==================== design 1
### src/rtl/cpu_mem_pkg.sv
// Shared definitions for the unified-memory port arbiter: FSM encoding and grant values.
package cpu_mem_pkg;

  typedef enum logic [1:0] {
    StIdle   = 2'd0,
    StAccess = 2'd1,
    StResp   = 2'd2
  } arb_state_e;

  localparam logic GRANT_IF = 1'b0;
  localparam logic GRANT_DM = 1'b1;

  localparam int unsigned StarveW = 4;

endpackage

### src/rtl/mem_arb_pick.sv
// Winner selection between fetch and data requests, with a starvation counter so fetch
// is forced through after MAX_STARVE consecutive losses.
module mem_arb_pick
  import cpu_mem_pkg::*;
#(
  parameter int unsigned MAX_STARVE = 4
) (
  input  logic clk,
  input  logic rst,
  input  logic arb_en,
  input  logic if_req,
  input  logic dm_req,
  output logic grant_next,
  output logic load
);

  logic [StarveW-1:0] starve_q, starve_d;
  logic               starved;

  assign starved    = (starve_q == StarveW'(MAX_STARVE));
  assign load       = arb_en & (if_req | dm_req);
  assign grant_next = (dm_req & ~(if_req & starved)) ? GRANT_DM : GRANT_IF;

  // Only a contested arbitration lost by fetch counts; DM cannot win once starved.
  always_comb begin
    starve_d = starve_q;
    if (load) begin
      if (grant_next == GRANT_IF) begin
        starve_d = '0;
      end else if (if_req) begin
        starve_d = starve_q + StarveW'(1);
      end
    end
  end

  always_ff @(posedge clk) begin
    if (rst) begin
      starve_q <= '0;
    end else begin
      starve_q <= starve_d;
    end
  end

endmodule

### src/rtl/mem_port_arbiter.sv
// Shares a single-ported memory between instruction fetch and load/store through an
// IDLE -> ACCESS -> RESP sequence; data side has priority, fetch is protected from starvation.
module mem_port_arbiter
  import cpu_mem_pkg::*;
#(
  parameter int unsigned ADDR_W     = 32,
  parameter int unsigned DATA_W     = 32,
  parameter int unsigned MAX_STARVE = 4
) (
  input  logic              clk,
  input  logic              rst,
  input  logic              if_req,
  input  logic [ADDR_W-1:0] if_addr,
  output logic [DATA_W-1:0] if_rdata,
  output logic              if_ack,
  input  logic              dm_req,
  input  logic              dm_we,
  input  logic [ADDR_W-1:0] dm_addr,
  input  logic [DATA_W-1:0] dm_wdata,
  output logic [DATA_W-1:0] dm_rdata,
  output logic              dm_ack,
  output logic              mem_en,
  output logic              mem_we,
  output logic [ADDR_W-1:0] mem_addr,
  output logic [DATA_W-1:0] mem_wdata,
  input  logic [DATA_W-1:0] mem_rdata,
  input  logic              mem_ready,
  output logic              stall_if,
  output logic              stall_dm
);

  arb_state_e        state_q, state_d;
  logic              grant_q;
  logic              grant_next;
  logic              load;
  logic              mem_we_q;
  logic [ADDR_W-1:0] mem_addr_q;
  logic [DATA_W-1:0] mem_wdata_q;
  logic [DATA_W-1:0] if_rdata_q;
  logic [DATA_W-1:0] dm_rdata_q;
  logic              done;

  mem_arb_pick #(
    .MAX_STARVE(MAX_STARVE)
  ) u_pick (
    .clk       (clk),
    .rst       (rst),
    .arb_en    (state_q == StIdle),
    .if_req    (if_req),
    .dm_req    (dm_req),
    .grant_next(grant_next),
    .load      (load)
  );

  assign done = (state_q == StAccess) & mem_ready;

  always_comb begin
    state_d = state_q;
    unique case (state_q)
      StIdle:   if (load) state_d = StAccess;
      StAccess: if (mem_ready) state_d = StResp;
      StResp:   state_d = StIdle;
      default:  state_d = StIdle;
    endcase
  end

  always_ff @(posedge clk) begin
    if (rst) begin
      state_q <= StIdle;
    end else begin
      state_q <= state_d;
    end
  end

  always_ff @(posedge clk) begin
    if (rst) begin
      grant_q     <= GRANT_IF;
      mem_we_q    <= 1'b0;
      mem_addr_q  <= '0;
      mem_wdata_q <= '0;
      if_rdata_q  <= '0;
      dm_rdata_q  <= '0;
    end else begin
      if (load) begin
        grant_q <= grant_next;
        if (grant_next == GRANT_DM) begin
          mem_we_q    <= dm_we;
          mem_addr_q  <= dm_addr;
          mem_wdata_q <= dm_wdata;
        end else begin
          mem_we_q    <= 1'b0;
          mem_addr_q  <= if_addr;
          mem_wdata_q <= '0;
        end
      end
      // Stores complete without touching dm_rdata.
      if (done) begin
        if (grant_q == GRANT_IF) begin
          if_rdata_q <= mem_rdata;
        end else if (!mem_we_q) begin
          dm_rdata_q <= mem_rdata;
        end
      end
    end
  end

  assign mem_en    = (state_q == StAccess);
  assign mem_we    = mem_we_q;
  assign mem_addr  = mem_addr_q;
  assign mem_wdata = mem_wdata_q;
  assign if_rdata  = if_rdata_q;
  assign dm_rdata  = dm_rdata_q;
  assign if_ack    = (state_q == StResp) & (grant_q == GRANT_IF);
  assign dm_ack    = (state_q == StResp) & (grant_q == GRANT_DM);
  assign stall_if  = if_req & ~if_ack;
  assign stall_dm  = dm_req & ~dm_ack;

endmodule

### config.mk
export PLATFORM = sky130hd
export DESIGN_NAME = mem_port_arbiter
export DESIGN_NICKNAME = d
export VERILOG_FILES = /design/src/rtl/cpu_mem_pkg.sv /design/src/rtl/mem_arb_pick.sv /design/src/rtl/mem_port_arbiter.sv
export SDC_FILE = /design/constraint.sdc
export NUM_CORES = 1
export LEC_CHECK = 0
export CORE_AREA = 2 2 116 118
export DETAILED_ROUTE_END_ITERATION = 7
export DIE_AREA = 0 0 118 120
export PLACE_DENSITY = 0.84
export SYNTH_ARGS = -nofsm -noshare
export SYNTH_HDL_FRONTEND = slang
export SYNTH_SLANG_ARGS = --single-unit
### constraint.sdc
create_clock -name clk -period 2.85 [get_ports clk]
set_clock_uncertainty 0.1 [all_clocks]
set_input_delay 0.4275 -clock clk [delete_from_list [all_inputs] [get_ports clk]]
set_output_delay 0.4275 -clock clk [all_outputs]
set_load 0.01 [all_outputs]
==================== design 2
**config.mk**
```make
export PLATFORM = sky130hd
export DESIGN_NAME = rgb_hue_fader
export DESIGN_NICKNAME = d
export VERILOG_FILES = /design/src/rtl/rgb_hue_fader_pkg.sv /design/src/rtl/rgb_hue_fader_channel.sv /design/src/rtl/rgb_hue_fader.sv
export SDC_FILE = /design/constraint.sdc
export NUM_CORES = 1
export LEC_CHECK = 0
export ABC_AREA = 1
export ABC_CLOCK_PERIOD_IN_PS = 2200
export CAP_MARGIN = 25
export CORE_ASPECT_RATIO = 1.2
export CORE_MARGIN = 3
export CORE_UTILIZATION = 36
export CTS_BUF_LIST = sky130_fd_sc_hd__clkbuf_4 sky130_fd_sc_hd__clkbuf_8
export DETAILED_ROUTE_END_ITERATION = 10
export PLACE_DENSITY = 0.65
export SLEW_MARGIN = 40
export SYNTH_ARGS = -nofsm -noshare
export SYNTH_HDL_FRONTEND = slang
export SYNTH_SLANG_ARGS = --single-unit
```
**constraint.sdc**
```tcl
create_clock -name clk -period 2.2 [get_ports clk]
set_input_delay 0.33 -clock clk [delete_from_list [all_inputs] [get_ports clk]]
set_output_delay 0.33 -clock clk [all_outputs]
set_load 0.01 [all_outputs]
```
**src/rtl/rgb_hue_fader_pkg.sv**
```systemverilog
// Shared types and constants for the RGB hue-wheel fader.
// Holds the wheel segment encoding and the per-segment channel roles.
package rgb_hue_fader_pkg;

  localparam int NUM_SEGMENTS = 6;

  typedef enum logic [2:0] {
    SEG_R_TO_Y = 3'd0,
    SEG_Y_TO_G = 3'd1,
    SEG_G_TO_C = 3'd2,
    SEG_C_TO_B = 3'd3,
    SEG_B_TO_M = 3'd4,
    SEG_M_TO_R = 3'd5
  } segment_e;

  // What a channel's duty follows within a segment.
  typedef enum logic [1:0] {
    ROLE_ZERO = 2'd0,
    ROLE_MAX  = 2'd1,
    ROLE_UP   = 2'd2,
    ROLE_DOWN = 2'd3
  } role_e;

  // Channel index: 0 = R, 1 = G, 2 = B.
  localparam int CH_R = 0;
  localparam int CH_G = 1;
  localparam int CH_B = 2;

  // Role of one channel in one segment of the wheel.
  function automatic role_e seg_role(input segment_e s, input int ch);
    role_e r;
    r = ROLE_ZERO;
    case (s)
      SEG_R_TO_Y: r = (ch == CH_R) ? ROLE_MAX  : (ch == CH_G) ? ROLE_UP   : ROLE_ZERO;
      SEG_Y_TO_G: r = (ch == CH_R) ? ROLE_DOWN : (ch == CH_G) ? ROLE_MAX  : ROLE_ZERO;
      SEG_G_TO_C: r = (ch == CH_R) ? ROLE_ZERO : (ch == CH_G) ? ROLE_MAX  : ROLE_UP;
      SEG_C_TO_B: r = (ch == CH_R) ? ROLE_ZERO : (ch == CH_G) ? ROLE_DOWN : ROLE_MAX;
      SEG_B_TO_M: r = (ch == CH_R) ? ROLE_UP   : (ch == CH_G) ? ROLE_ZERO : ROLE_MAX;
      SEG_M_TO_R: r = (ch == CH_R) ? ROLE_MAX  : (ch == CH_G) ? ROLE_ZERO : ROLE_DOWN;
      default:    r = ROLE_ZERO;
    endcase
    return r;
  endfunction

endpackage

```
**src/rtl/rgb_hue_fader_channel.sv**
```systemverilog
// One PWM channel: optional gamma stage then registered active-low drive.
// Build option: RGB_HUE_FADER_GAMMA_EN squares the duty (full scale kept).
module rgb_pwm_channel #(
  parameter int PWM_BITS = 8
) (
  input  logic                clk,
  input  logic                rst_n,
  input  logic [PWM_BITS-1:0] duty,
  input  logic [PWM_BITS-1:0] pwm_cnt,
  output logic                led
);

  localparam logic [PWM_BITS-1:0] MAX = '1;

  logic [PWM_BITS-1:0] eff;

`ifdef RGB_HUE_FADER_GAMMA_EN
  logic [2*PWM_BITS-1:0] sq;
  assign sq  = {{PWM_BITS{1'b0}}, duty} * {{PWM_BITS{1'b0}}, duty};
  // Full scale must stay solidly on, so MAX bypasses the square.
  assign eff = (duty == MAX) ? MAX : sq[2*PWM_BITS-1:PWM_BITS];
`else
  assign eff = duty;
`endif

  // Active-low pin: lit for duty MAX, or while the PWM count is below duty.
  always_ff @(posedge clk or negedge rst_n) begin
    if (!rst_n) led <= 1'b1;
    else        led <= ~((eff == MAX) || (pwm_cnt < eff));
  end

endmodule

```
**src/rtl/rgb_hue_fader.sv**
```systemverilog
// RGB hue-wheel driver: prescaler, level/segment walk, shared PWM counter
// and three PWM channels. Gamma option: RGB_HUE_FADER_GAMMA_EN.
module rgb_hue_fader
  import rgb_hue_fader_pkg::*;
#(
  parameter int PWM_BITS      = 8,
  parameter int STEP_INTERVAL = 7812
) (
  input  logic       clk,
  input  logic       rst_n,
  input  logic       enable,
  input  logic       mode,
  output logic       RGB_R,
  output logic       RGB_G,
  output logic       RGB_B,
  output logic [2:0] segment,
  output logic       seg_wrap
);

  localparam logic [PWM_BITS-1:0] MAX = '1;
  localparam int PW = (STEP_INTERVAL > 1) ? $clog2(STEP_INTERVAL) : 1;
  localparam logic [PW-1:0] PRE_LAST = PW'(STEP_INTERVAL - 1);

  logic [PW-1:0]             pre_cnt;
  logic [PWM_BITS-1:0]       level;
  logic [PWM_BITS-1:0]       pwm_cnt;
  segment_e                  seg;
  logic                      tick;
  logic [2:0][PWM_BITS-1:0]  duty;
  logic [2:0]                led;

  assign tick = enable && (pre_cnt == PRE_LAST);

  // Prescaler and wheel position; everything freezes while enable is low.
  always_ff @(posedge clk or negedge rst_n) begin
    if (!rst_n) begin
      pre_cnt  <= '0;
      level    <= '0;
      seg      <= SEG_R_TO_Y;
      seg_wrap <= 1'b0;
    end else begin
      seg_wrap <= 1'b0;
      if (tick) begin
        pre_cnt <= '0;
        if (level != MAX) begin
          level <= level + 1'b1;
        end else begin
          level <= '0;
          if (seg == SEG_M_TO_R) begin
            seg      <= SEG_R_TO_Y;
            seg_wrap <= 1'b1;
          end else begin
            seg <= segment_e'(seg + 3'd1);
          end
        end
      end else if (enable) begin
        pre_cnt <= pre_cnt + 1'b1;
      end
    end
  end

  // Free-running PWM base, independent of enable.
  always_ff @(posedge clk or negedge rst_n) begin
    if (!rst_n) pwm_cnt <= '0;
    else        pwm_cnt <= pwm_cnt + 1'b1;
  end

  // Per-channel duty from the segment role; hard-step mode pins ramps to endpoints.
  always_comb begin
    duty = '0;
    for (int ch = 0; ch < 3; ch++) begin
      case (seg_role(seg, ch))
        ROLE_MAX:  duty[ch] = MAX;
        ROLE_UP:   duty[ch] = mode ? level : '0;
        ROLE_DOWN: duty[ch] = mode ? (MAX - level) : MAX;
        default:   duty[ch] = '0;
      endcase
    end
  end

  for (genvar g = 0; g < 3; g++) begin : g_ch
    rgb_pwm_channel #(.PWM_BITS(PWM_BITS)) u_ch (
      .clk     (clk),
      .rst_n   (rst_n),
      .duty    (duty[g]),
      .pwm_cnt (pwm_cnt),
      .led     (led[g])
    );
  end

  assign RGB_R   = led[CH_R];
  assign RGB_G   = led[CH_G];
  assign RGB_B   = led[CH_B];
  assign segment = seg;

endmodule

```
==================== design 3
===== src/rtl/axis_eth_rx_arbiter_pkg.sv =====
// rtl/axis_eth_rx_arbiter_pkg.sv - shared types for the Ethernet RX frame arbiter
package EthernetBus;

    typedef enum logic [1:0] {
        IDLE    = 2'd0,
        FORWARD = 2'd1,
        FLUSH   = 2'd2
    } arb_state_t;

endpackage


===== src/rtl/axis_eth_rx_arbiter_if.sv =====
// rtl/axis_eth_rx_arbiter_if.sv - per-port RX streams, merged TX stream and statistics bundle
interface axis_eth_rx_arbiter_if #(
    parameter int NUM_PORTS  = 2,
    parameter int DATA_WIDTH = 32,
    parameter int CTR_WIDTH  = 32
);
    localparam int KEEP_W = DATA_WIDTH / 8;
    localparam int DEST_W = $clog2(NUM_PORTS);

    logic [NUM_PORTS-1:0]            link_up;
    logic [NUM_PORTS-1:0]            rx_tvalid;
    logic [NUM_PORTS-1:0]            rx_tready;
    logic [NUM_PORTS-1:0]            rx_tlast;
    logic [NUM_PORTS-1:0]            rx_tuser;
    logic [NUM_PORTS*DATA_WIDTH-1:0] rx_tdata;
    logic [NUM_PORTS*KEEP_W-1:0]     rx_tkeep;

    logic                            tx_tvalid;
    logic                            tx_tready;
    logic [DATA_WIDTH-1:0]           tx_tdata;
    logic [KEEP_W-1:0]               tx_tkeep;
    logic                            tx_tlast;
    logic                            tx_tuser;
    logic [DEST_W-1:0]               tx_tdest;

    logic [NUM_PORTS*CTR_WIDTH-1:0]  frame_count;
    logic [NUM_PORTS*CTR_WIDTH-1:0]  drop_count;

    modport master (
        output link_up, rx_tvalid, rx_tlast, rx_tuser, rx_tdata, rx_tkeep, tx_tready,
        input  rx_tready, tx_tvalid, tx_tdata, tx_tkeep, tx_tlast, tx_tuser, tx_tdest,
        input  frame_count, drop_count
    );

    modport slave (
        input  link_up, rx_tvalid, rx_tlast, rx_tuser, rx_tdata, rx_tkeep, tx_tready,
        output rx_tready, tx_tvalid, tx_tdata, tx_tkeep, tx_tlast, tx_tuser, tx_tdest,
        output frame_count, drop_count
    );

endinterface


===== src/rtl/axis_eth_rx_arbiter_rr_grant.sv =====
// rtl/axis_eth_rx_arbiter_rr_grant.sv - combinational round-robin search starting after last_grant
module axis_rr_grant #(
    parameter int NUM_PORTS = 2
) (
    input  logic [NUM_PORTS-1:0]         req_i,
    input  logic [$clog2(NUM_PORTS)-1:0] last_grant_i,
    output logic [NUM_PORTS-1:0]         grant_o,
    output logic [$clog2(NUM_PORTS)-1:0] grant_idx_o
);
    localparam int IDX_W = $clog2(NUM_PORTS);

    logic found;
    int   cand;

    // last_grant < NUM_PORTS and i < NUM_PORTS, so one subtraction gives the modulo
    always_comb begin
        grant_o     = '0;
        grant_idx_o = '0;
        found       = 1'b0;
        cand        = 0;
        for (int i = 0; i < NUM_PORTS; i++) begin
            cand = int'(last_grant_i) + 1 + i;
            if (cand >= NUM_PORTS) begin
                cand = cand - NUM_PORTS;
            end
            if (!found && req_i[cand[IDX_W-1:0]]) begin
                found                       = 1'b1;
                grant_o[cand[IDX_W-1:0]]    = 1'b1;
                grant_idx_o                 = cand[IDX_W-1:0];
            end
        end
    end

endmodule


===== src/rtl/axis_eth_rx_arbiter.sv =====
// rtl/axis_eth_rx_arbiter.sv - frame-granular round-robin merge of Ethernet RX streams
// Statistics counters exist only when AXIS_ETH_RX_ARBITER_STATS_EN is defined.
module axis_eth_rx_arbiter
    import EthernetBus::*;
#(
    parameter int NUM_PORTS  = 2,
    parameter int DATA_WIDTH = 32,
    parameter int CTR_WIDTH  = 32
) (
    input  logic                 aclk,
    input  logic                 areset_n,
    axis_eth_rx_arbiter_if.slave bus
);
    localparam int KEEP_W = DATA_WIDTH / 8;
    localparam int IDX_W  = $clog2(NUM_PORTS);

    arb_state_t            state_q, state_d;
    logic [IDX_W-1:0]      grant_q, grant_d;
    logic [IDX_W-1:0]      last_grant_q, last_grant_d;

    logic                  tx_tvalid_q, tx_tvalid_d;
    logic [DATA_WIDTH-1:0] tx_tdata_q, tx_tdata_d;
    logic [KEEP_W-1:0]     tx_tkeep_q, tx_tkeep_d;
    logic                  tx_tlast_q, tx_tlast_d;
    logic                  tx_tuser_q, tx_tuser_d;
    logic [IDX_W-1:0]      tx_tdest_q, tx_tdest_d;

    logic [NUM_PORTS-1:0]  rr_req, rr_oh;
    logic [IDX_W-1:0]      rr_idx;
    logic                  rr_valid;

    logic                  g_tvalid, g_tlast, g_tuser, g_link;
    logic [DATA_WIDTH-1:0] g_tdata;
    logic [KEEP_W-1:0]     g_tkeep;
    logic                  can_load, g_ready, fwd_done;
    logic [NUM_PORTS-1:0]  rdy, disc_last;

    assign rr_req = bus.rx_tvalid & bus.link_up;

    axis_rr_grant #(
        .NUM_PORTS (NUM_PORTS)
    ) u_rr_grant (
        .req_i        (rr_req),
        .last_grant_i (last_grant_q),
        .grant_o      (rr_oh),
        .grant_idx_o  (rr_idx)
    );

    assign rr_valid = |rr_oh;

    assign g_tvalid = bus.rx_tvalid[grant_q];
    assign g_tlast  = bus.rx_tlast[grant_q];
    assign g_tuser  = bus.rx_tuser[grant_q];
    assign g_link   = bus.link_up[grant_q];
    assign g_tdata  = bus.rx_tdata[grant_q*DATA_WIDTH +: DATA_WIDTH];
    assign g_tkeep  = bus.rx_tkeep[grant_q*KEEP_W +: KEEP_W];

    assign can_load = !tx_tvalid_q || bus.tx_tready;

    always_comb begin
        state_d      = state_q;
        grant_d      = grant_q;
        last_grant_d = last_grant_q;
        tx_tvalid_d  = tx_tvalid_q;
        tx_tdata_d   = tx_tdata_q;
        tx_tkeep_d   = tx_tkeep_q;
        tx_tlast_d   = tx_tlast_q;
        tx_tuser_d   = tx_tuser_q;
        tx_tdest_d   = tx_tdest_q;
        g_ready      = 1'b0;
        fwd_done     = 1'b0;

        if (tx_tvalid_q && bus.tx_tready) begin
            tx_tvalid_d = 1'b0;
        end

        case (state_q)
            IDLE: begin
                if (rr_valid) begin
                    grant_d = rr_idx;
                    state_d = FORWARD;
                end
            end
            FORWARD: begin
                g_ready = can_load;
                if (can_load) begin
                    // a tlast beat arriving with the link drop still completes the frame
                    if (g_tvalid && (g_link || g_tlast)) begin
                        tx_tvalid_d = 1'b1;
                        tx_tdata_d  = g_tdata;
                        tx_tkeep_d  = g_tkeep;
                        tx_tlast_d  = g_tlast;
                        tx_tuser_d  = g_tuser;
                        tx_tdest_d  = grant_q;
                        if (g_tlast) begin
                            fwd_done     = 1'b1;
                            last_grant_d = grant_q;
                            state_d      = IDLE;
                        end
                    end else if (!g_link) begin
                        // synthetic terminator; any non-last beat taken this cycle is dropped
                        tx_tvalid_d = 1'b1;
                        tx_tdata_d  = '0;
                        tx_tkeep_d  = '0;
                        tx_tlast_d  = 1'b1;
                        tx_tuser_d  = 1'b1;
                        tx_tdest_d  = grant_q;
                        state_d     = FLUSH;
                    end
                end
            end
            FLUSH: begin
                g_ready = 1'b1;
                if (g_tvalid && g_tlast) begin
                    last_grant_d = grant_q;
                    state_d      = IDLE;
                end
            end
            default: begin
                state_d = IDLE;
            end
        endcase
    end

    // link-down ports are drained so a dead PHY never backs up its MAC
    always_comb begin
        rdy       = ~bus.link_up;
        disc_last = '0;
        for (int p = 0; p < NUM_PORTS; p++) begin
            if (state_q != IDLE && grant_q == IDX_W'(p)) begin
                rdy[p] = g_ready;
            end
            disc_last[p] = bus.rx_tvalid[p] && bus.rx_tlast[p] && rdy[p]
                           && !(state_q == FORWARD && grant_q == IDX_W'(p));
        end
    end

    assign bus.rx_tready = areset_n ? rdy : '0;

    always_ff @(posedge aclk or negedge areset_n) begin
        if (!areset_n) begin
            state_q      <= IDLE;
            grant_q      <= '0;
            last_grant_q <= IDX_W'(NUM_PORTS - 1);
            tx_tvalid_q  <= 1'b0;
            tx_tdata_q   <= '0;
            tx_tkeep_q   <= '0;
            tx_tlast_q   <= 1'b0;
            tx_tuser_q   <= 1'b0;
            tx_tdest_q   <= '0;
        end else begin
            state_q      <= state_d;
            grant_q      <= grant_d;
            last_grant_q <= last_grant_d;
            tx_tvalid_q  <= tx_tvalid_d;
            tx_tdata_q   <= tx_tdata_d;
            tx_tkeep_q   <= tx_tkeep_d;
            tx_tlast_q   <= tx_tlast_d;
            tx_tuser_q   <= tx_tuser_d;
            tx_tdest_q   <= tx_tdest_d;
        end
    end

    assign bus.tx_tvalid = tx_tvalid_q;
    assign bus.tx_tdata  = tx_tdata_q;
    assign bus.tx_tkeep  = tx_tkeep_q;
    assign bus.tx_tlast  = tx_tlast_q;
    assign bus.tx_tuser  = tx_tuser_q;
    assign bus.tx_tdest  = tx_tdest_q;

`ifdef AXIS_ETH_RX_ARBITER_STATS_EN
    for (genvar p = 0; p < NUM_PORTS; p++) begin : g_stats
        logic [CTR_WIDTH-1:0] frame_cnt_q;
        logic [CTR_WIDTH-1:0] drop_cnt_q;

        always_ff @(posedge aclk or negedge areset_n) begin
            if (!areset_n) begin
                frame_cnt_q <= '0;
                drop_cnt_q  <= '0;
            end else begin
                if (fwd_done && grant_q == IDX_W'(p)) begin
                    frame_cnt_q <= frame_cnt_q + 1'b1;
                end
                if (disc_last[p]) begin
                    drop_cnt_q <= drop_cnt_q + 1'b1;
                end
            end
        end

        assign bus.frame_count[p*CTR_WIDTH +: CTR_WIDTH] = frame_cnt_q;
        assign bus.drop_count[p*CTR_WIDTH +: CTR_WIDTH]  = drop_cnt_q;
    end
`else
    logic unused_stats;
    assign unused_stats    = ^{fwd_done, disc_last};
    assign bus.frame_count = {NUM_PORTS*CTR_WIDTH{1'b0}};
    assign bus.drop_count  = {NUM_PORTS*CTR_WIDTH{1'b0}};
`endif

endmodule


===== src/flat_wrapper.sv =====
// flat-port wrapper written by rule: the top's interface ports become plain ports
module axis_eth_rx_arbiter_flat import EthernetBus::*;
#(
    parameter int NUM_PORTS  = 2,
    parameter int DATA_WIDTH = 32,
    parameter int CTR_WIDTH  = 32
)
  (aclk, areset_n, bus_link_up, bus_rx_tvalid, bus_rx_tlast, bus_rx_tuser, bus_rx_tdata, bus_rx_tkeep, bus_tx_tready, bus_rx_tready, bus_tx_tvalid, bus_tx_tdata, bus_tx_tkeep, bus_tx_tlast, bus_tx_tuser, bus_tx_tdest, bus_frame_count, bus_drop_count);
  axis_eth_rx_arbiter_if #(.NUM_PORTS(NUM_PORTS), .DATA_WIDTH(DATA_WIDTH), .CTR_WIDTH(CTR_WIDTH)) bus_i ();
  input  logic aclk;
  input  logic areset_n;
  input wire logic [$bits(bus_i.link_up)-1:0] bus_link_up;
  input wire logic [$bits(bus_i.rx_tvalid)-1:0] bus_rx_tvalid;
  input wire logic [$bits(bus_i.rx_tlast)-1:0] bus_rx_tlast;
  input wire logic [$bits(bus_i.rx_tuser)-1:0] bus_rx_tuser;
  input wire logic [$bits(bus_i.rx_tdata)-1:0] bus_rx_tdata;
  input wire logic [$bits(bus_i.rx_tkeep)-1:0] bus_rx_tkeep;
  input wire logic [$bits(bus_i.tx_tready)-1:0] bus_tx_tready;
  output wire logic [$bits(bus_i.rx_tready)-1:0] bus_rx_tready;
  output wire logic [$bits(bus_i.tx_tvalid)-1:0] bus_tx_tvalid;
  output wire logic [$bits(bus_i.tx_tdata)-1:0] bus_tx_tdata;
  output wire logic [$bits(bus_i.tx_tkeep)-1:0] bus_tx_tkeep;
  output wire logic [$bits(bus_i.tx_tlast)-1:0] bus_tx_tlast;
  output wire logic [$bits(bus_i.tx_tuser)-1:0] bus_tx_tuser;
  output wire logic [$bits(bus_i.tx_tdest)-1:0] bus_tx_tdest;
  output wire logic [$bits(bus_i.frame_count)-1:0] bus_frame_count;
  output wire logic [$bits(bus_i.drop_count)-1:0] bus_drop_count;
  assign bus_i.link_up = bus_link_up;
  assign bus_i.rx_tvalid = bus_rx_tvalid;
  assign bus_i.rx_tlast = bus_rx_tlast;
  assign bus_i.rx_tuser = bus_rx_tuser;
  assign bus_i.rx_tdata = bus_rx_tdata;
  assign bus_i.rx_tkeep = bus_rx_tkeep;
  assign bus_i.tx_tready = bus_tx_tready;
  assign bus_rx_tready = bus_i.rx_tready;
  assign bus_tx_tvalid = bus_i.tx_tvalid;
  assign bus_tx_tdata = bus_i.tx_tdata;
  assign bus_tx_tkeep = bus_i.tx_tkeep;
  assign bus_tx_tlast = bus_i.tx_tlast;
  assign bus_tx_tuser = bus_i.tx_tuser;
  assign bus_tx_tdest = bus_i.tx_tdest;
  assign bus_frame_count = bus_i.frame_count;
  assign bus_drop_count = bus_i.drop_count;
  axis_eth_rx_arbiter #(.NUM_PORTS(NUM_PORTS), .DATA_WIDTH(DATA_WIDTH), .CTR_WIDTH(CTR_WIDTH)) u_core (.aclk(aclk), .areset_n(areset_n), .bus(bus_i));
endmodule

===== config.mk =====
export PLATFORM = sky130hd
export DESIGN_NAME = axis_eth_rx_arbiter_flat
export DESIGN_NICKNAME = d
export VERILOG_FILES = /design/src/rtl/axis_eth_rx_arbiter_pkg.sv /design/src/rtl/axis_eth_rx_arbiter_if.sv /design/src/rtl/axis_eth_rx_arbiter_rr_grant.sv /design/src/rtl/axis_eth_rx_arbiter.sv /design/src/flat_wrapper.sv
export SDC_FILE = /design/constraint.sdc
export NUM_CORES = 1
export LEC_CHECK = 0
export CAP_MARGIN = 15
export CORE_MARGIN = 4
export CORE_UTILIZATION = 38
export DETAILED_ROUTE_END_ITERATION = 6
export GPL_ROUTABILITY_DRIVEN = 0
export PLACE_DENSITY = 0.91
export SLEW_MARGIN = 10
export SYNTH_ARGS = -nofsm -noshare
export SYNTH_HDL_FRONTEND = slang
export SYNTH_SLANG_ARGS = --single-unit

===== constraint.sdc =====
create_clock -name aclk -period 3.93 [get_ports aclk]
set_input_delay 0.786 -clock aclk [delete_from_list [all_inputs] [get_ports aclk]]
set_output_delay 0.786 -clock aclk [all_outputs]
set_load 0.05 [all_outputs]

==================== design 4
<file path="src/rtl/product_accumulator.sv">
// Burst accumulator: sums LEN signed products from the upstream multiplier into a
// saturating ACC_W-bit accumulator and holds the result until downstream takes it.
module product_accumulator #(
    parameter int ACC_W = 10,
    parameter int LEN_W = 4
) (
    input  logic             clk,
    input  logic             rst_n,
    input  logic             start,
    input  logic [LEN_W-1:0] LEN,
    input  logic [7:0]       PRODUCT,
    input  logic             in_valid,
    output logic             in_ready,
    output logic [ACC_W-1:0] ACC,
    output logic             SAT,
    output logic             out_valid,
    input  logic             out_ready,
    output logic             busy,
    output logic [1:0]       dbg_state
);

    // Handshakes: a product moves on a rising edge where in_valid && in_ready; the
    // result is consumed on a rising edge where out_valid && out_ready. Both ready and
    // valid outputs are registered, so neither depends on the partner's input.
    typedef enum logic [1:0] {
        IDLE  = 2'd0,
        ACCUM = 2'd1,
        HOLD  = 2'd2
    } state_t;

    localparam logic [ACC_W-1:0] ACC_MAX = {1'b0, {(ACC_W-1){1'b1}}};
    localparam logic [ACC_W-1:0] ACC_MIN = {1'b1, {(ACC_W-1){1'b0}}};

    state_t           state;
    logic [LEN_W-1:0] len_q;
    logic [LEN_W-1:0] cnt;
    logic [LEN_W-1:0] cnt_nxt;
    logic [ACC_W:0]   sum;
    logic             ovf_pos;
    logic             ovf_neg;
    logic [ACC_W-1:0] acc_sat;

    // One guard bit is enough: adding an 8-bit value to an ACC_W-bit value never
    // overflows ACC_W+1 bits, so the top two bits disagreeing flags the clamp case.
    assign sum     = {ACC[ACC_W-1], ACC} + {{(ACC_W-7){PRODUCT[7]}}, PRODUCT};
    assign ovf_pos = ~sum[ACC_W] & sum[ACC_W-1];
    assign ovf_neg = sum[ACC_W] & ~sum[ACC_W-1];
    assign acc_sat = ovf_pos ? ACC_MAX : (ovf_neg ? ACC_MIN : sum[ACC_W-1:0]);
    assign cnt_nxt = cnt + LEN_W'(1);

    assign dbg_state = state;

    always_ff @(posedge clk) begin
        if (!rst_n) begin
            state     <= IDLE;
            len_q     <= '0;
            cnt       <= '0;
            ACC       <= '0;
            SAT       <= 1'b0;
            in_ready  <= 1'b0;
            out_valid <= 1'b0;
            busy      <= 1'b0;
        end else begin
            case (state)
                IDLE: begin
                    if (start) begin
                        len_q <= LEN;
                        cnt   <= '0;
                        ACC   <= '0;
                        SAT   <= 1'b0;
                        busy  <= 1'b1;
                        if (LEN != '0) begin
                            state    <= ACCUM;
                            in_ready <= 1'b1;
                        end else begin
                            state     <= HOLD;
                            out_valid <= 1'b1;
                        end
                    end
                end
                ACCUM: begin
                    if (in_valid) begin
                        ACC <= acc_sat;
                        SAT <= SAT | ovf_pos | ovf_neg;
                        cnt <= cnt_nxt;
                        if (cnt_nxt == len_q) begin
                            state     <= HOLD;
                            in_ready  <= 1'b0;
                            out_valid <= 1'b1;
                        end
                    end
                end
                HOLD: begin
                    if (out_ready) begin
                        state     <= IDLE;
                        out_valid <= 1'b0;
                        busy      <= 1'b0;
                    end
                end
                default: begin
                    state     <= IDLE;
                    in_ready  <= 1'b0;
                    out_valid <= 1'b0;
                    busy      <= 1'b0;
                end
            endcase
        end
    end

endmodule

</file>
<file path="config.mk">
export PLATFORM = sky130hd
export DESIGN_NAME = product_accumulator
export DESIGN_NICKNAME = d
export VERILOG_FILES = /design/src/rtl/product_accumulator.sv
export SDC_FILE = /design/constraint.sdc
export NUM_CORES = 1
export LEC_CHECK = 0
export ABC_AREA = 1
export CAP_MARGIN = 30
export CORE_MARGIN = 2
export CORE_UTILIZATION = 30
export DETAILED_ROUTE_END_ITERATION = 12
export PLACE_DENSITY = 0.54
export SLEW_MARGIN = 20
export SYNTH_ARGS = -nofsm -noshare
export SYNTH_HDL_FRONTEND = slang
export SYNTH_SLANG_ARGS = --single-unit
</file>
<file path="constraint.sdc">
create_clock -name clk -period 2.31 [get_ports clk]
set_input_delay 0.693 -clock clk [delete_from_list [all_inputs] [get_ports clk]]
set_output_delay 0.693 -clock clk [all_outputs]
set_load 0.02 [all_outputs]
</file>

==> screenshots <==
Sequential cells grouped by signal name.
Other sequential cells in the stronger grey, the rest of the logic in the fainter grey.
(a)
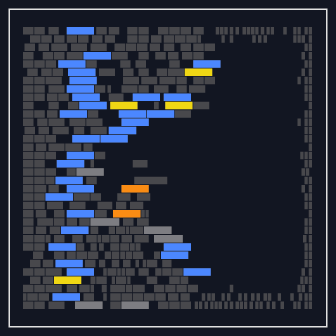
(b)
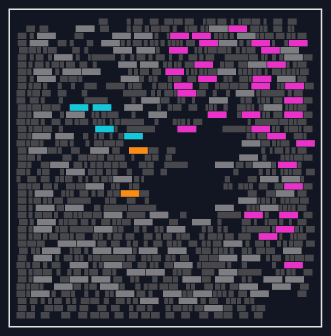
(c)
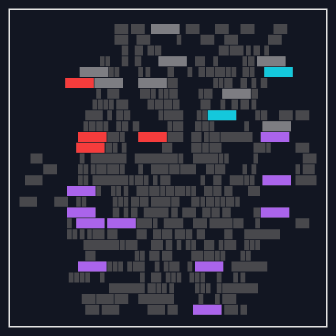
(d)
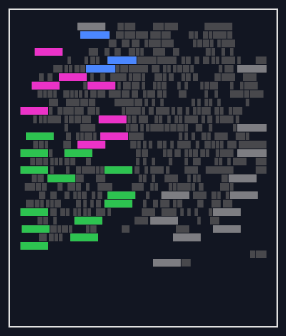
- (c) = design 4
- (a) = design 3
- (d) = design 2
- (b) = design 1
The one with the fewest cells is (c).
The one with the fewest sequential cells is (c).

**Design 4: the clock network**

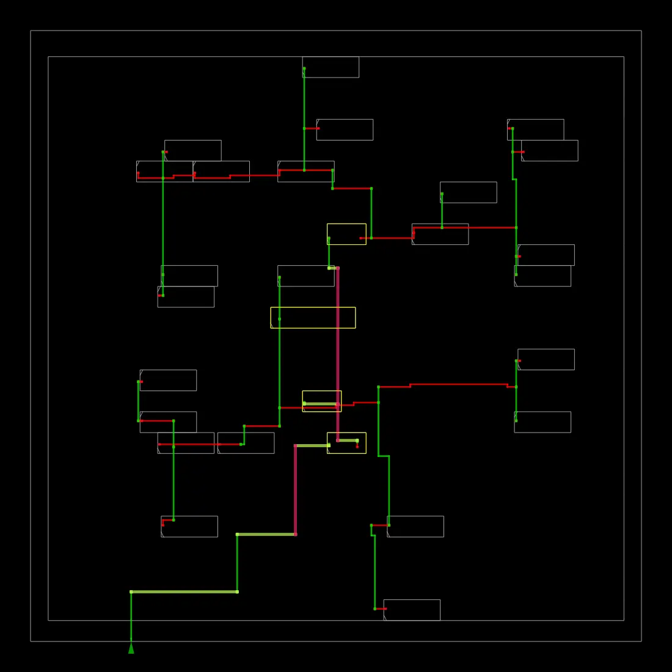
cts bufs inserted: 3
Clk Latency, worst-skew pair: 0.27 ns
clock network power: 0.000379 W
skew final: 0.00407 ns

==> GITHUB_STEP_SUMMARY, design 4 <==
### Metrics collected by this job

| Metric | Value |
|---|---|
| Number of enable flip-flop cells | 0 |
| Logic share of the area | 0.494 |
| Worst slack, placed | -0.450 ns |
| Longest Clk Path Bufs | 2 |
| Clock buffers | 3 |
| Crit path top cell by count | nor2_1 |
| Register share of total power | 0.283 |
| Setup-failing EPs final | 0 |
| Max-Cap Viols | 0 |
| Status | completed |
| Seq_cells | 24 |
| YS warnings | 0 |
| Fill cell count | roughly 570 |
| Min-Delay Path Class | flip-flop to flip-flop |
| Ys cells | ~260 |
| Synthesized area per cell | 6.59 µm² |
| Met2 GRT Util | 0.234 |
| Top-level I/O count | 33 |
| Post-Syn Nets | roughly 290 |
| Max reg flops | 10 |
| Top Consumer | combinational logic |
| Hold_buf cts | 0 |
| Pre-Repair DR Iteration Count | 4 |
| Vias in the first global route | 1669 |
| HPWL after DPL | approximately 3.3 mm |
| Gr busiest metal | met2 |
| Grt met3 use | 0.0192 |
| Post-DP Area | 2290 µm² |
-- design 4: logic make-up after synthesis --
| logic type | count (synthesis) | synth area share |
|---|---|---|
| compound gates | 35 | 0.116 |
| xor+xnor | 9 | 0.0460 |
| fa+ha+maj | 12 | 0.0920 |
| buf+inv | 33 | 0.0767 |
| flops | 24 | 0.280 |
| simple gates | 147 | 0.389 |
-- design 4: per-layer routing --
layer	part of all wire	vias up
met5	0	-
met4	0.0079	0
met3	0.031	5
met2	0.45	29
met1	0.51	792
li1	-	956
-- design 4: timing repair --
action,CTS,global route
pin swaps,7,14
setup endpoints to repair,10,10
buffers inserted,2,1
resized,15,19
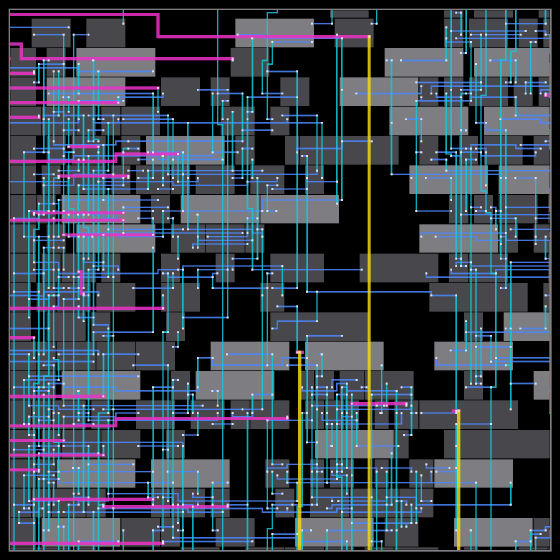
**Above:** design 1 (close-up of the layout).
Window x 4 to 54, y 65 to 115 µm. Cells in grey, sequential cells in the stronger grey; small squares are vias.
metal 1: marked blue. metal 4: marked yellow. metal 2: marked cyan. metal 3: marked magenta.
Most frequent: clkdlybuf4s50_1 (43), dfxtp_1 (29), a21oi_1 (22). 167 logic cells have their middle in the window. Netlist names of flops here include `mem_addr` (13), `dm_rdata` (10), `u_pick.starve_q` (4). Sequential cells in the window: 29.

==> GITHUB_STEP_SUMMARY, design 1 <==
### Metrics collected by this job

| Metric | Value |
|---|---|
| Htree depth | 4 |
| Comb power frac | 0.179 |
| Worst Setup EP | stall_if |
| Setup-failing EPs final | 0 |
| Met2 wire len | approximately 9.2 mm |
| Pleak | 3.02 nW |
| Worst reg2reg path depth | 6 |
| Post-synth top cells | 136 x dfxtp_1, 132 x a21oi_1, 68 x nand2_1, 67 x nand3_1, 61 x o21ai_0 |
| Post-Syn Nets | 820 |
| Clock Root Buffer | clkbuf_16 |
| Cell accounting for the most synthesized area | dfxtp_1 |
| Placed insts | approximately 1100 |
| Register share of total power | 0.410 |
| Status | completed |
| Yosys reg bits | around 140 |
| CP cell instances | nor3b_1 > nor2b_1 > clkdlybuf4s50_1 |
| Crit share post-route | 0.942 |
| Remaining DRCs | 0 |
| Nets | 1043 |
| Achievable Freq | about 370 MHz |
| Clk Latency, worst-skew pair | between 0.4 and 0.5 ns |
| Unrepaired setup endpoints after global routing | false |
==> design 1: worst reg2reg max path, cell delays in order (launching register included) <==
cell and delay, ns:
dfxtp_1 0.39, inv_1 0.08, ha_1 0.23, nand4b_1 0.12
buf_4 0.43, nand3_1 0.14, a311oi_1 0.30
==> design 1: kinds of logic (layout without fill, tap and decap cells) <==
family,Yosys count,in the layout,share of synthesized area
AOI/OAI and AO/OA,265,265,0.261
adders and majority gates,2,2,0.00450
buffers and inverters,85,317,0.0659
DFF,136,136,0.489
and+or+nand+nor,196,196,0.179
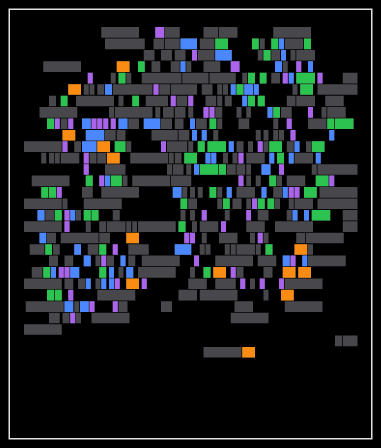
**Above:** design 2 (gate-type map).
XOR/XNOR gates: marked orange, cells 13, most used xor2_1. inverting AOI/OAI gates: marked green, cells 55, most used a21oi_1. NOR gates: marked blue, cells 57, most used nor2_1. inverters: marked purple, cells 59, most used inv_1.

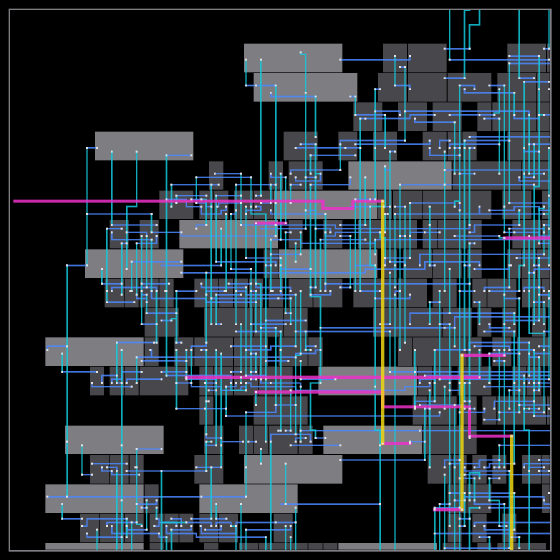
**Above:** design 2 (close-up of the layout).
Window x 0 to 50, y 51 to 101 µm. Cells in grey, sequential cells in the stronger grey; small squares are vias.
metal 2: marked cyan. metal 4: marked yellow. metal 3: marked magenta. metal 1: marked blue.
157 logic cells have their middle in the window. Most frequent: nand2_1 (31), inv_1 (14), buf_4 (14). Sequential cells in the window: 15. Netlist names of flops here include `level` (8), `pre_cnt` (3), `segment` (3).

==> GITHUB_STEP_SUMMARY, design 2 <==
### Metrics collected by this job

| Metric | Value |
|---|---|
| Top Consumer | registers |
| Setup crit start | segment[2] |
| Met2 wire len | 3.39 mm |
| Pleak | around 1.6 nW |
| Pins Over Slew Limit | 0 |
| Comb_multi_in | roughly 280 |
| Status | completed |
| Fin util | 0.453 |
| Clock Root Buffer | clkbuf_8 |
| Post-route cell area | between 3000 and 4000 µm² |
| Cell accounting for the most synthesized area | dfrtp_1 |
| Worst setup EP type | flip-flop |
| Die width | between 80 and 90 µm |
| Number of enable flip-flop cells | 0 |
| GRT Overall Usage | 0.153 |
| Reg-to-Reg Start | segment[2] |
| Measured slew at the worst slew-check pin | 0.384 ns |
| Layout Cells excl Fill | about 500 |
| Pre-Repair DR Iteration Count | 4 |
| Crit Path Class | flip-flop to flip-flop |
| FF-to-FF setup slack | ~0.09 ns |
| First-pass GRT wire length | 10.9 mm |
| Core box area | ~7400 µm² |
| Initial antenna violation count | 0 |
| Site Rows | 34 |
| XOR Share, Synth | 0.0413 |
design 2: worst max-delay path, stage by stage (launching register included):
cell and delay, ns:
dfrtp_2 0.49, inv_2 0.09, ha_2 0.18, inv_2 0.05, nand3_4 0.16, nor2_2 0.06, a21oi_1 0.17, nand2_1 0.12
inv_1 0.11, ha_4 0.22, nand2_2 0.06, nor2_1 0.05, a211oi_2 0.22, a21oi_2 0.08
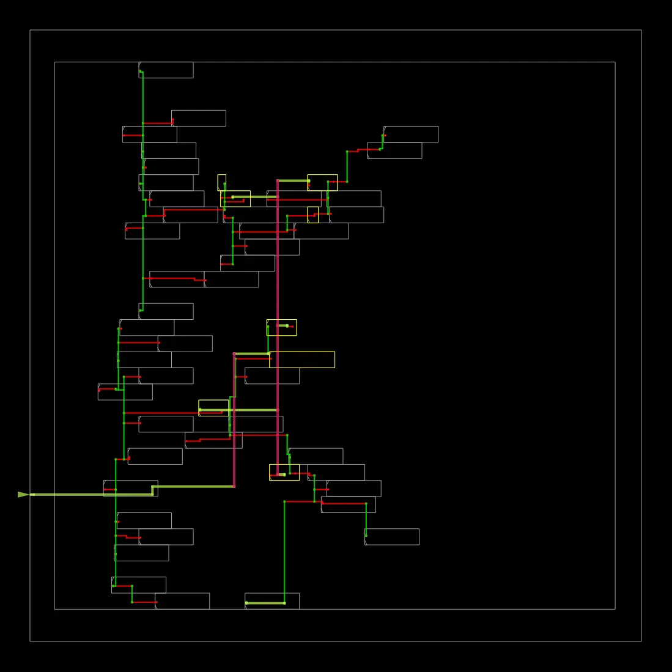
**Above:** design 3 (the clock network).
Clk Latency, worst-skew pair: 0.29 ns
skew final: 0.00734 ns
cts bufs inserted: 5
Clock Sinks: 44
clock buffers: 6

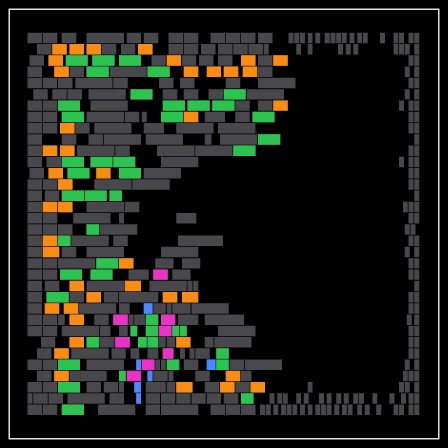
**Above:** design 3 (gate-type map).
AND-OR and OR-AND gates: marked magenta, cells 8, most used o211a_1. inverting AOI/OAI gates: marked green, cells 46, most used o2bb2ai_2. multiplexers: marked orange, cells 42, most used mux2i_1. NOR gates: marked blue, cells 6, most used nor2_1.

==> GITHUB_STEP_SUMMARY, design 3 <==
### Metrics collected by this job

| Metric | Value |
|---|---|
| Status | completed |
| Adder Share, Synth | 0.0145 |
| Remaining Overflow, GRT | 0 |
| Net Sw Frac | 0.511 |
| Layout area overhead | 26.3% |
| Cell accounting for the most synthesized area | dfrtp_1 |
| Fp util | 0.394 |
| Worst Setup EP | bus_rx_tready[0] |
| Dominant comb cell | buffers and inverters |
| Compound Share, Synth | 0.187 |
| Normalized max-slew margin | 0.344 |
| Flop share of the area | 0.253 |
| Logic inverters | 5 |
| HPWL after DPL | 6.28 mm |
| XOR Share, Synth | 0 |
design 3: critical path: stages:
cell             delay [ns]
clkdlybuf4s50_1        0.48
nand2b_1               0.19
a21oi_1                0.10
nor2b_1                0.18
o311a_1                0.17
clkdlybuf4s50_1        0.82
design 3: metal layers:
metal | vias to the layer above | part of all wire | wire (µm) | global-route usage
met4 | 0 | 0.016 | 121 | 0.0408
met3 | 11 | 0.13 | 984 | 0.0496
li1 | 1085 | - | - | -
met1 | 1088 | 0.35 | 2670 | 0.149
met2 | 172 | 0.51 | 3850 | 0.228
met5 | - | 0 | 0 | 0


## Gallery

PDN straps and rails.
Pins as bars on the die edge.
picture 1
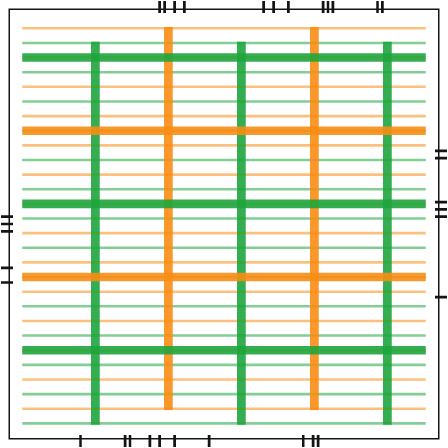
picture 2
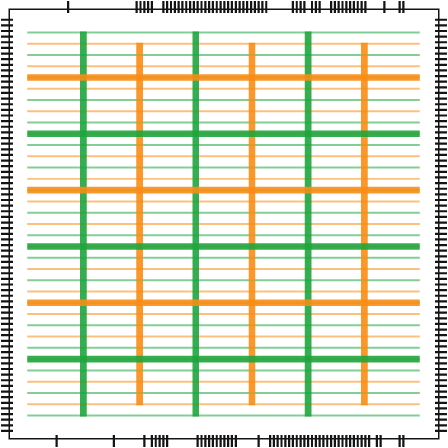
picture 3
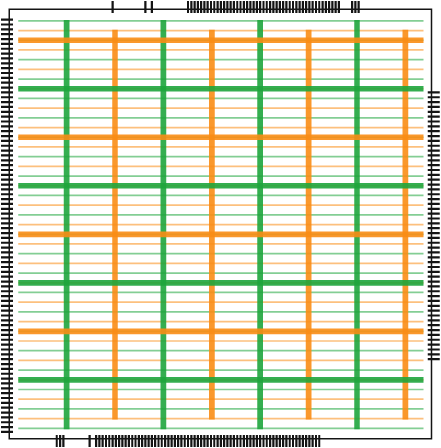
picture 4
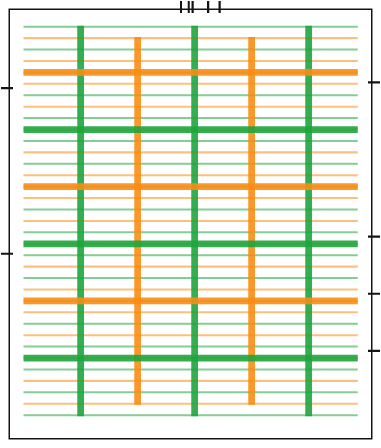
design 1 -> picture 3
design 4 -> picture 1
design 2 -> picture 4
design 3 -> picture 2
The one with the smallest die is picture 1.

Key to picture 4:
VSS: marked green. VDD: marked orange.
5 straps on met4. 11 signal pins sit on the boundary. 6 straps on met5. 35 met1 rails follow the rows. The core has 34 rows.

Power figures rest on the tool's default switching activity, not on a simulated workload.
